# ---- block 1 ----
Block 1, placement by cell class:
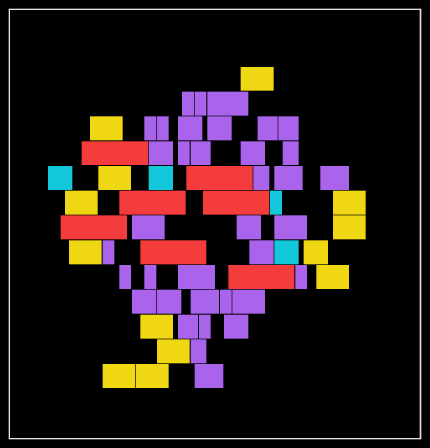

File: src/rtl/alu_op_issue_ctrl.sv
// Registered ALU opcode issue stage: decodes opcodes to an op class and issues them downstream.
// Optional sticky illegal-opcode trap is enabled by defining ALU_OPC_TRAP_EN.
module alu_op_issue_ctrl #(
    parameter int OPC_W     = 4,
    parameter int ALUOP_W   = 2,
    parameter int MC_CYCLES = 4
) (
    input  logic               clk,
    input  logic               rst_n,
    input  logic               op_valid,
    input  logic [OPC_W-1:0]   opcode,
    output logic               op_ready,
    output logic               aluop_valid,
    output logic [ALUOP_W-1:0] aluop,
    input  logic               aluop_ready,
    output logic               busy,
    output logic               illegal
`ifdef ALU_OPC_TRAP_EN
    ,
    input  logic               trap_clr
`endif
);

    // Handshake: a transfer happens on a rising edge where valid and ready are both 1;
    // valid never waits on ready, and aluop is held stable while aluop_valid & !aluop_ready.

    localparam int CNT_W = (MC_CYCLES > 1) ? $clog2(MC_CYCLES) : 1;
    localparam logic [CNT_W-1:0] CNT_LOAD = CNT_W'(MC_CYCLES - 1);

    typedef enum logic [1:0] {
        S_IDLE,
        S_ISSUE,
        S_MULTI
    } state_t;

    state_t             state_q, state_d;
    logic [ALUOP_W-1:0] aluop_q, aluop_d;
    logic [CNT_W-1:0]   cnt_q, cnt_d;
    logic               illegal_q, illegal_d;
    logic               dec_legal;
    logic [1:0]         dec_cls;
    logic               mc_q;
    logic               trap_blk;
    logic               accept;

    always_comb begin
        dec_legal = 1'b1;
        dec_cls   = 2'd0;
        case (opcode[3:0])
            4'd1, 4'd8, 4'd9, 4'd10:  dec_cls = 2'd0;
            4'd2, 4'd5, 4'd11, 4'd12: dec_cls = 2'd1;
            4'd3:                     dec_cls = 2'd2;
            4'd4:                     dec_cls = 2'd3;
            default:                  dec_legal = 1'b0;
        endcase
        // Any bit above the 4-bit opcode space makes the opcode illegal.
        if ((opcode >> 4) != '0) dec_legal = 1'b0;
    end

    assign mc_q = (aluop_q[1:0] == 2'd3);

`ifdef ALU_OPC_TRAP_EN
    assign trap_blk = illegal_q;
`else
    assign trap_blk = 1'b0;
`endif

    assign op_ready = ((state_q == S_IDLE) && !trap_blk) ||
                      ((state_q == S_ISSUE) && aluop_ready && !mc_q);
    assign accept   = op_valid && op_ready;

    always_comb begin
        state_d = state_q;
        aluop_d = aluop_q;
        cnt_d   = cnt_q;
        case (state_q)
            S_IDLE: begin
                if (accept && dec_legal) begin
                    state_d = S_ISSUE;
                    aluop_d = ALUOP_W'(dec_cls);
                end
            end
            S_ISSUE: begin
                if (aluop_ready) begin
                    if (mc_q) begin
                        state_d = S_MULTI;
                        cnt_d   = CNT_LOAD;
                    end else if (accept && dec_legal) begin
                        aluop_d = ALUOP_W'(dec_cls);
                    end else begin
                        state_d = S_IDLE;
                    end
                end
            end
            S_MULTI: begin
                if (cnt_q == '0) state_d = S_IDLE;
                else             cnt_d   = cnt_q - CNT_W'(1);
            end
            default: state_d = S_IDLE;
        endcase
    end

`ifdef ALU_OPC_TRAP_EN
    always_comb begin
        illegal_d = illegal_q;
        if (accept && !dec_legal) illegal_d = 1'b1;
        else if (trap_clr)        illegal_d = 1'b0;
    end
`else
    always_comb begin
        illegal_d = accept && !dec_legal;
    end
`endif

    always_ff @(posedge clk) begin
        if (!rst_n) begin
            state_q   <= S_IDLE;
            aluop_q   <= '0;
            cnt_q     <= '0;
            illegal_q <= 1'b0;
        end else begin
            state_q   <= state_d;
            aluop_q   <= aluop_d;
            cnt_q     <= cnt_d;
            illegal_q <= illegal_d;
        end
    end

    assign aluop_valid = (state_q == S_ISSUE);
    assign aluop       = aluop_q;
    assign busy        = (state_q == S_MULTI);
    assign illegal     = illegal_q;

endmodule

File: config.mk
export PLATFORM = sky130hd
export DESIGN_NAME = alu_op_issue_ctrl
export DESIGN_NICKNAME = d
export VERILOG_FILES = /design/src/rtl/alu_op_issue_ctrl.sv
export SDC_FILE = /design/constraint.sdc
export NUM_CORES = 1
export LEC_CHECK = 0
export CAP_MARGIN = 5
export CORE_AREA = 4 4 41 43
export DETAILED_ROUTE_END_ITERATION = 16
export DIE_AREA = 0 0 45 47
export SYNTH_ARGS = -nofsm -noshare
export SYNTH_HDL_FRONTEND = slang
export SYNTH_SLANG_ARGS = --single-unit
File: constraint.sdc
create_clock -name clk -period 3.7 [get_ports clk]
set_clock_uncertainty 0.05 [all_clocks]
set_input_delay 0.37 -clock clk [delete_from_list [all_inputs] [get_ports clk]]
set_output_delay 0.37 -clock clk [all_outputs]
set_load 0.1 [all_outputs]
# ---- block 2 ----
### config.mk
export PLATFORM = sky130hd
export DESIGN_NAME = fc_mac
export DESIGN_NICKNAME = d
export VERILOG_FILES = /design/src/rtl/fc_mac.sv
export SDC_FILE = /design/constraint.sdc
export NUM_CORES = 1
export LEC_CHECK = 0
export CAP_MARGIN = 0
export CORE_MARGIN = 4
export CORE_UTILIZATION = 60
export CTS_BUF_LIST = sky130_fd_sc_hd__clkbuf_4 sky130_fd_sc_hd__clkbuf_8
export DETAILED_ROUTE_END_ITERATION = 8
export PLACE_DENSITY_LB_ADDON = 0.25
export SYNTH_ARGS = -nofsm -noshare
export SYNTH_HDL_FRONTEND = slang
export SYNTH_SLANG_ARGS = --single-unit
### constraint.sdc
create_clock -name clk -period 5.1 [get_ports clk]
set_input_delay 1.02 -clock clk [delete_from_list [all_inputs] [get_ports clk]]
set_output_delay 1.02 -clock clk [all_outputs]
set_load 0.005 [all_outputs]
### src/rtl/fc_mac.sv
// Multiply-accumulate front end of one fully-connected neuron lane: streams N_IN
// activation/weight beats, saturates the dot product to 23 bits and schedules wr_en.
module fc_mac #(
   parameter int N_IN   = 400,
   parameter int W_FRAC = 7,
   parameter int ACC_W  = 32,
   parameter int WR_DLY = 2
) (
   input  logic        clk,
   input  logic        rst_n,
   input  logic        start,
   input  logic [15:0] act_in,
   input  logic [7:0]  w_in,
   input  logic        in_valid,
   output logic        in_ready,
   output logic [22:0] d_out,
   output logic        d_valid,
   output logic        wr_en,
   output logic        busy
);

   localparam int CNT_W = $clog2(N_IN);
   localparam logic signed [ACC_W-1:0] SAT_HI = ACC_W'(4194303);
   localparam logic signed [ACC_W-1:0] SAT_LO = ~SAT_HI;

   typedef enum logic [1:0] {IDLE, ACC, DRAIN, OUT} state_t;

   state_t                    state_reg, state_next;
   logic [CNT_W-1:0]          cnt_reg;
   logic                      drain_reg;
   logic signed [23:0]        prod_full;
   logic signed [23:0]        prod_reg;
   logic                      prod_vld_reg;
   logic signed [ACC_W-1:0]   prod_ext;
   logic signed [ACC_W-1:0]   acc_reg;
   logic [22:0]               sat_val;
   logic [22:0]               d_out_reg;
   logic [WR_DLY-1:0]         dly_reg;
   logic                      beat;
   logic                      last_beat;
   logic                      launch;

   assign beat      = in_valid && (state_reg == ACC);
   assign last_beat = beat && (cnt_reg == CNT_W'(N_IN - 1));
   assign launch    = (state_reg == IDLE) && start;

   always_ff @(posedge clk or negedge rst_n) begin
      if (!rst_n) state_reg <= IDLE;
      else        state_reg <= state_next;
   end

   always_comb begin
      state_next = state_reg;
      case (state_reg)
         IDLE:    if (start) state_next = ACC;
         ACC:     if (last_beat) state_next = DRAIN;
         DRAIN:   if (drain_reg) state_next = OUT;
         OUT:     state_next = IDLE;
         default: state_next = IDLE;
      endcase
   end

   always_comb begin
      in_ready = (state_reg == ACC);
      busy     = (state_reg != IDLE);
      d_valid  = (state_reg == OUT);
   end

   // Second DRAIN cycle is the one in which the accumulator holds the final sum.
   always_ff @(posedge clk or negedge rst_n) begin
      if (!rst_n) begin
         cnt_reg   <= '0;
         drain_reg <= 1'b0;
      end else begin
         drain_reg <= (state_reg == DRAIN) && !drain_reg;
         if (launch)    cnt_reg <= '0;
         else if (beat) cnt_reg <= cnt_reg + CNT_W'(1);
      end
   end

   assign prod_full = $signed(act_in) * $signed(w_in);
   assign prod_ext  = {{(ACC_W-24){prod_reg[23]}}, prod_reg};

   always_ff @(posedge clk or negedge rst_n) begin
      if (!rst_n) begin
         prod_reg     <= '0;
         prod_vld_reg <= 1'b0;
         acc_reg      <= '0;
      end else begin
         prod_vld_reg <= beat;
         if (beat) prod_reg <= prod_full >>> W_FRAC;
         if (launch)            acc_reg <= '0;
         else if (prod_vld_reg) acc_reg <= acc_reg + prod_ext;
      end
   end

   always_comb begin
      if (acc_reg > SAT_HI)      sat_val = 23'h3FFFFF;
      else if (acc_reg < SAT_LO) sat_val = 23'h400000;
      else                       sat_val = acc_reg[22:0];
   end

   always_ff @(posedge clk or negedge rst_n) begin
      if (!rst_n)                                d_out_reg <= '0;
      else if ((state_reg == DRAIN) && drain_reg) d_out_reg <= sat_val;
   end

   assign d_out = d_out_reg;

   // Free-running delay line so a back-to-back start never disturbs a pending wr_en.
   for (genvar gi = 0; gi < WR_DLY; gi++) begin : g_wr_dly
      always_ff @(posedge clk or negedge rst_n) begin
         if (!rst_n)       dly_reg[gi] <= 1'b0;
         else if (gi == 0) dly_reg[gi] <= d_valid;
         else              dly_reg[gi] <= dly_reg[(gi == 0) ? 0 : gi-1];
      end
   end

   assign wr_en = dly_reg[WR_DLY-1];

endmodule

Block 2, congestion heat map:
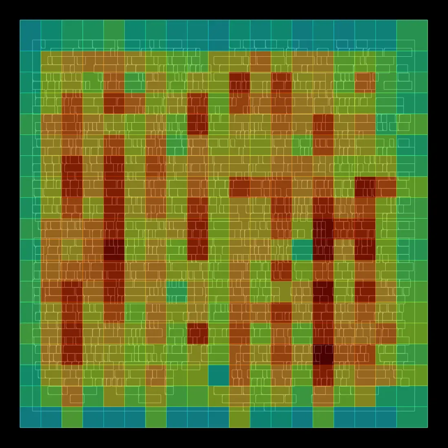
met2 usage: 0.445
final core utilization: 0.749

==> results.txt, block 2 <==
run metrics: final number of setup-violating endpoints 0, XOR-XNOR Cells, Area Fraction 0.0292, Post-Syn Area between 9000 and 10,000 µm², Repair and plain buffers about 150, Log Warnings 33, DIE AREA roughly 18,000 µm², clock sinks 87, CTS H-tree depth 3, Reg clk slew, reported paths approximately 90 ps, Data arrival, critical path roughly 5300 ps, Cell variety after synth slightly above 70, Dominant comb cell adder cells, Seq cells post-synth slightly below 90, gr busiest metal met2, Multiplexer share 0.0107, status finished clean, Layout clock buffers 9, met2 routed WL 11.6 mm, R2R Setup Slk approximately 1800 ps, Area after DPL between 10,000 and 15,000 µm², vias in the first global route a little over 8,000, total power about 6.5 mW, Hold Path End wr_en, hold slack about 370 ps, CTS Buf Count 9, leading area contributor after synthesis dfrtp_1, Synth area leaders dfrtp_1 (23%), fa_1 (21%), ha_1 (10%), hold_buf cts 0, Reg area between 2000 and 2500 µm², area grow syn2layout 20.4%, first-pass iteration count of the detailed router 5, Psw between 2 and 3 mW, synthesis warning total 0, EDFF count, synth 0, clock power share 0.077, actual slew at the worst max-slew pin about 1100 ps
-- block 2: power by group through the flow --
stage / sequential, mW / clock [mW] / combinational [mW]
after floorplan: 1.15 / 0 / 3.05
final: 1.20 / 0.497 / 4.77
after global routing: 1.24 / 0.530 / 5.34
after global placement: 1.20 / 0 / 4.23
after CTS: 1.20 / 0.505 / 4.55
after detailed placement: 1.21 / 0 / 4.38
-- block 2: through the flow --
stage / TNS, ps / setup slack, ps
floorplan: -52.3 / -52.3
global placement: -9490 / -770
detailed placement: -10900 / -847
CTS: -8.94 / -8.94
global route: -116 / -29.0
finish: 0 / 92.8
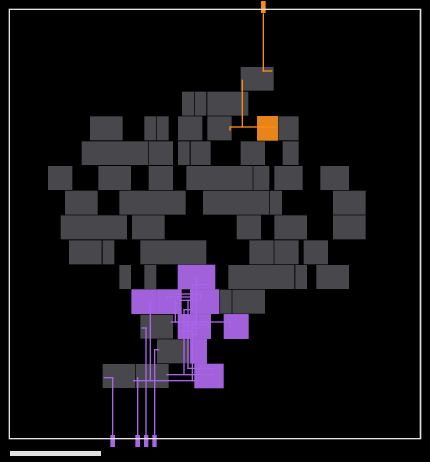
Block 1: nets reached from selected ports
The bar under the picture is 10 µm long.
- purple: opcode (bits 4; direction input; edge south; end cells 9; buffers 4; wire 116 µm)
- orange: busy (bits 1; direction output; edge north; end cells 1; buffers 1; wire 17.7 µm)
Top Ports: 14
IO Port Bufs: 13

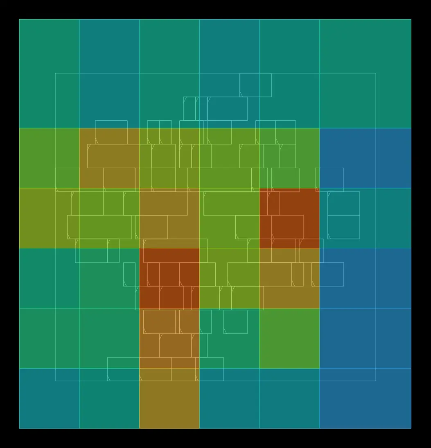
Block 1: congestion heat map
grt met3 use: 0.0805
met2 usage: 0.144

Notes on 'placement by cell class' of block 1 above:
- purple: all other logic (cells 36; share of their area 45%)
- red: flip-flops (cells 7; share of their area 26%)
- cyan: clock drivers and dummy loads (cells 4; share of their area 4.9%)
- yellow: other buffers and delay cells (cells 13; share of their area 24%)
final core utilization: 0.423
flop share of the area: 0.255

==> results.txt, block 1 <==
run metrics: R2R Setup Slk between 2000 and 2500 ps, actual slew at the worst max-slew pin just under 1000 ps, asr flop ratio synth 0, Hold Path Stages 2, aoi share 0.265, post-CTS setup buffers 0, M1 WL 395 µm, Repair and plain buffers 13, post-route minimum period approximately 2500 ps, Post-Syn Area about 380 µm², hold path start cnt_q[1], Die Ht approximately 47 µm, status finished clean, worst reg2reg path endpoint aluop[0], pre-CTS WS 1530 ps, initial antenna violation count 0
==> block 1: layout by cell type (no fill, tap or decap), drive strengths merged <==
cell and instances:
xnor2 1, clkdlybuf4s50 12, nor3b 1, and2b 1, nor2 4, ha 1, nand2 4, buf 1
dfxtp 7, a2111o 1, o21a 2, or3b 1, and3 1, inv 3, nor4 1, o21ai 1
a21boi 1, mux2i 1, clkbuf 4, a21oi 2, o211a 1, a21bo 1, nor2b 3, nand3b 1
a211o 1, a21o 3
==> block 1: power by group <==
group          internal (mW)  switching, mW
clock network         0.0412         0.0294
logic                 0.0184         0.0317
registers             0.0779        0.00231
total                  0.138         0.0634


## Gallery

Power grid.
image #1
The bar under the picture is 10 µm long. Pins as bars on the die edge.
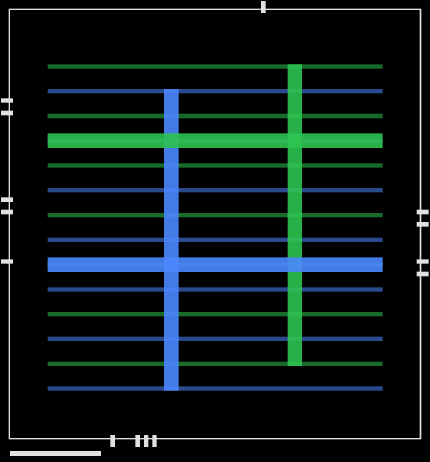
image #2
The bar under the picture is 50 µm long. Pins as bars on the die edge.
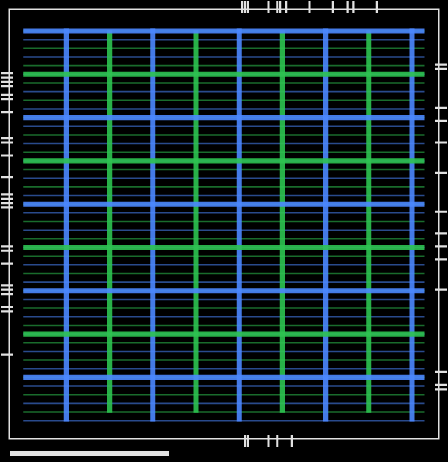
The one with the largest die is image #2.
Image #1 is block 1.
Image #2 is block 2.

Key to image #1:
- blue: VSS
- green: VDD
- met1 rails: 14
- met4 straps: 2
- signal pins: 14
- rows: 13

No activity file was given, so power comes from the tool's default toggle rates.
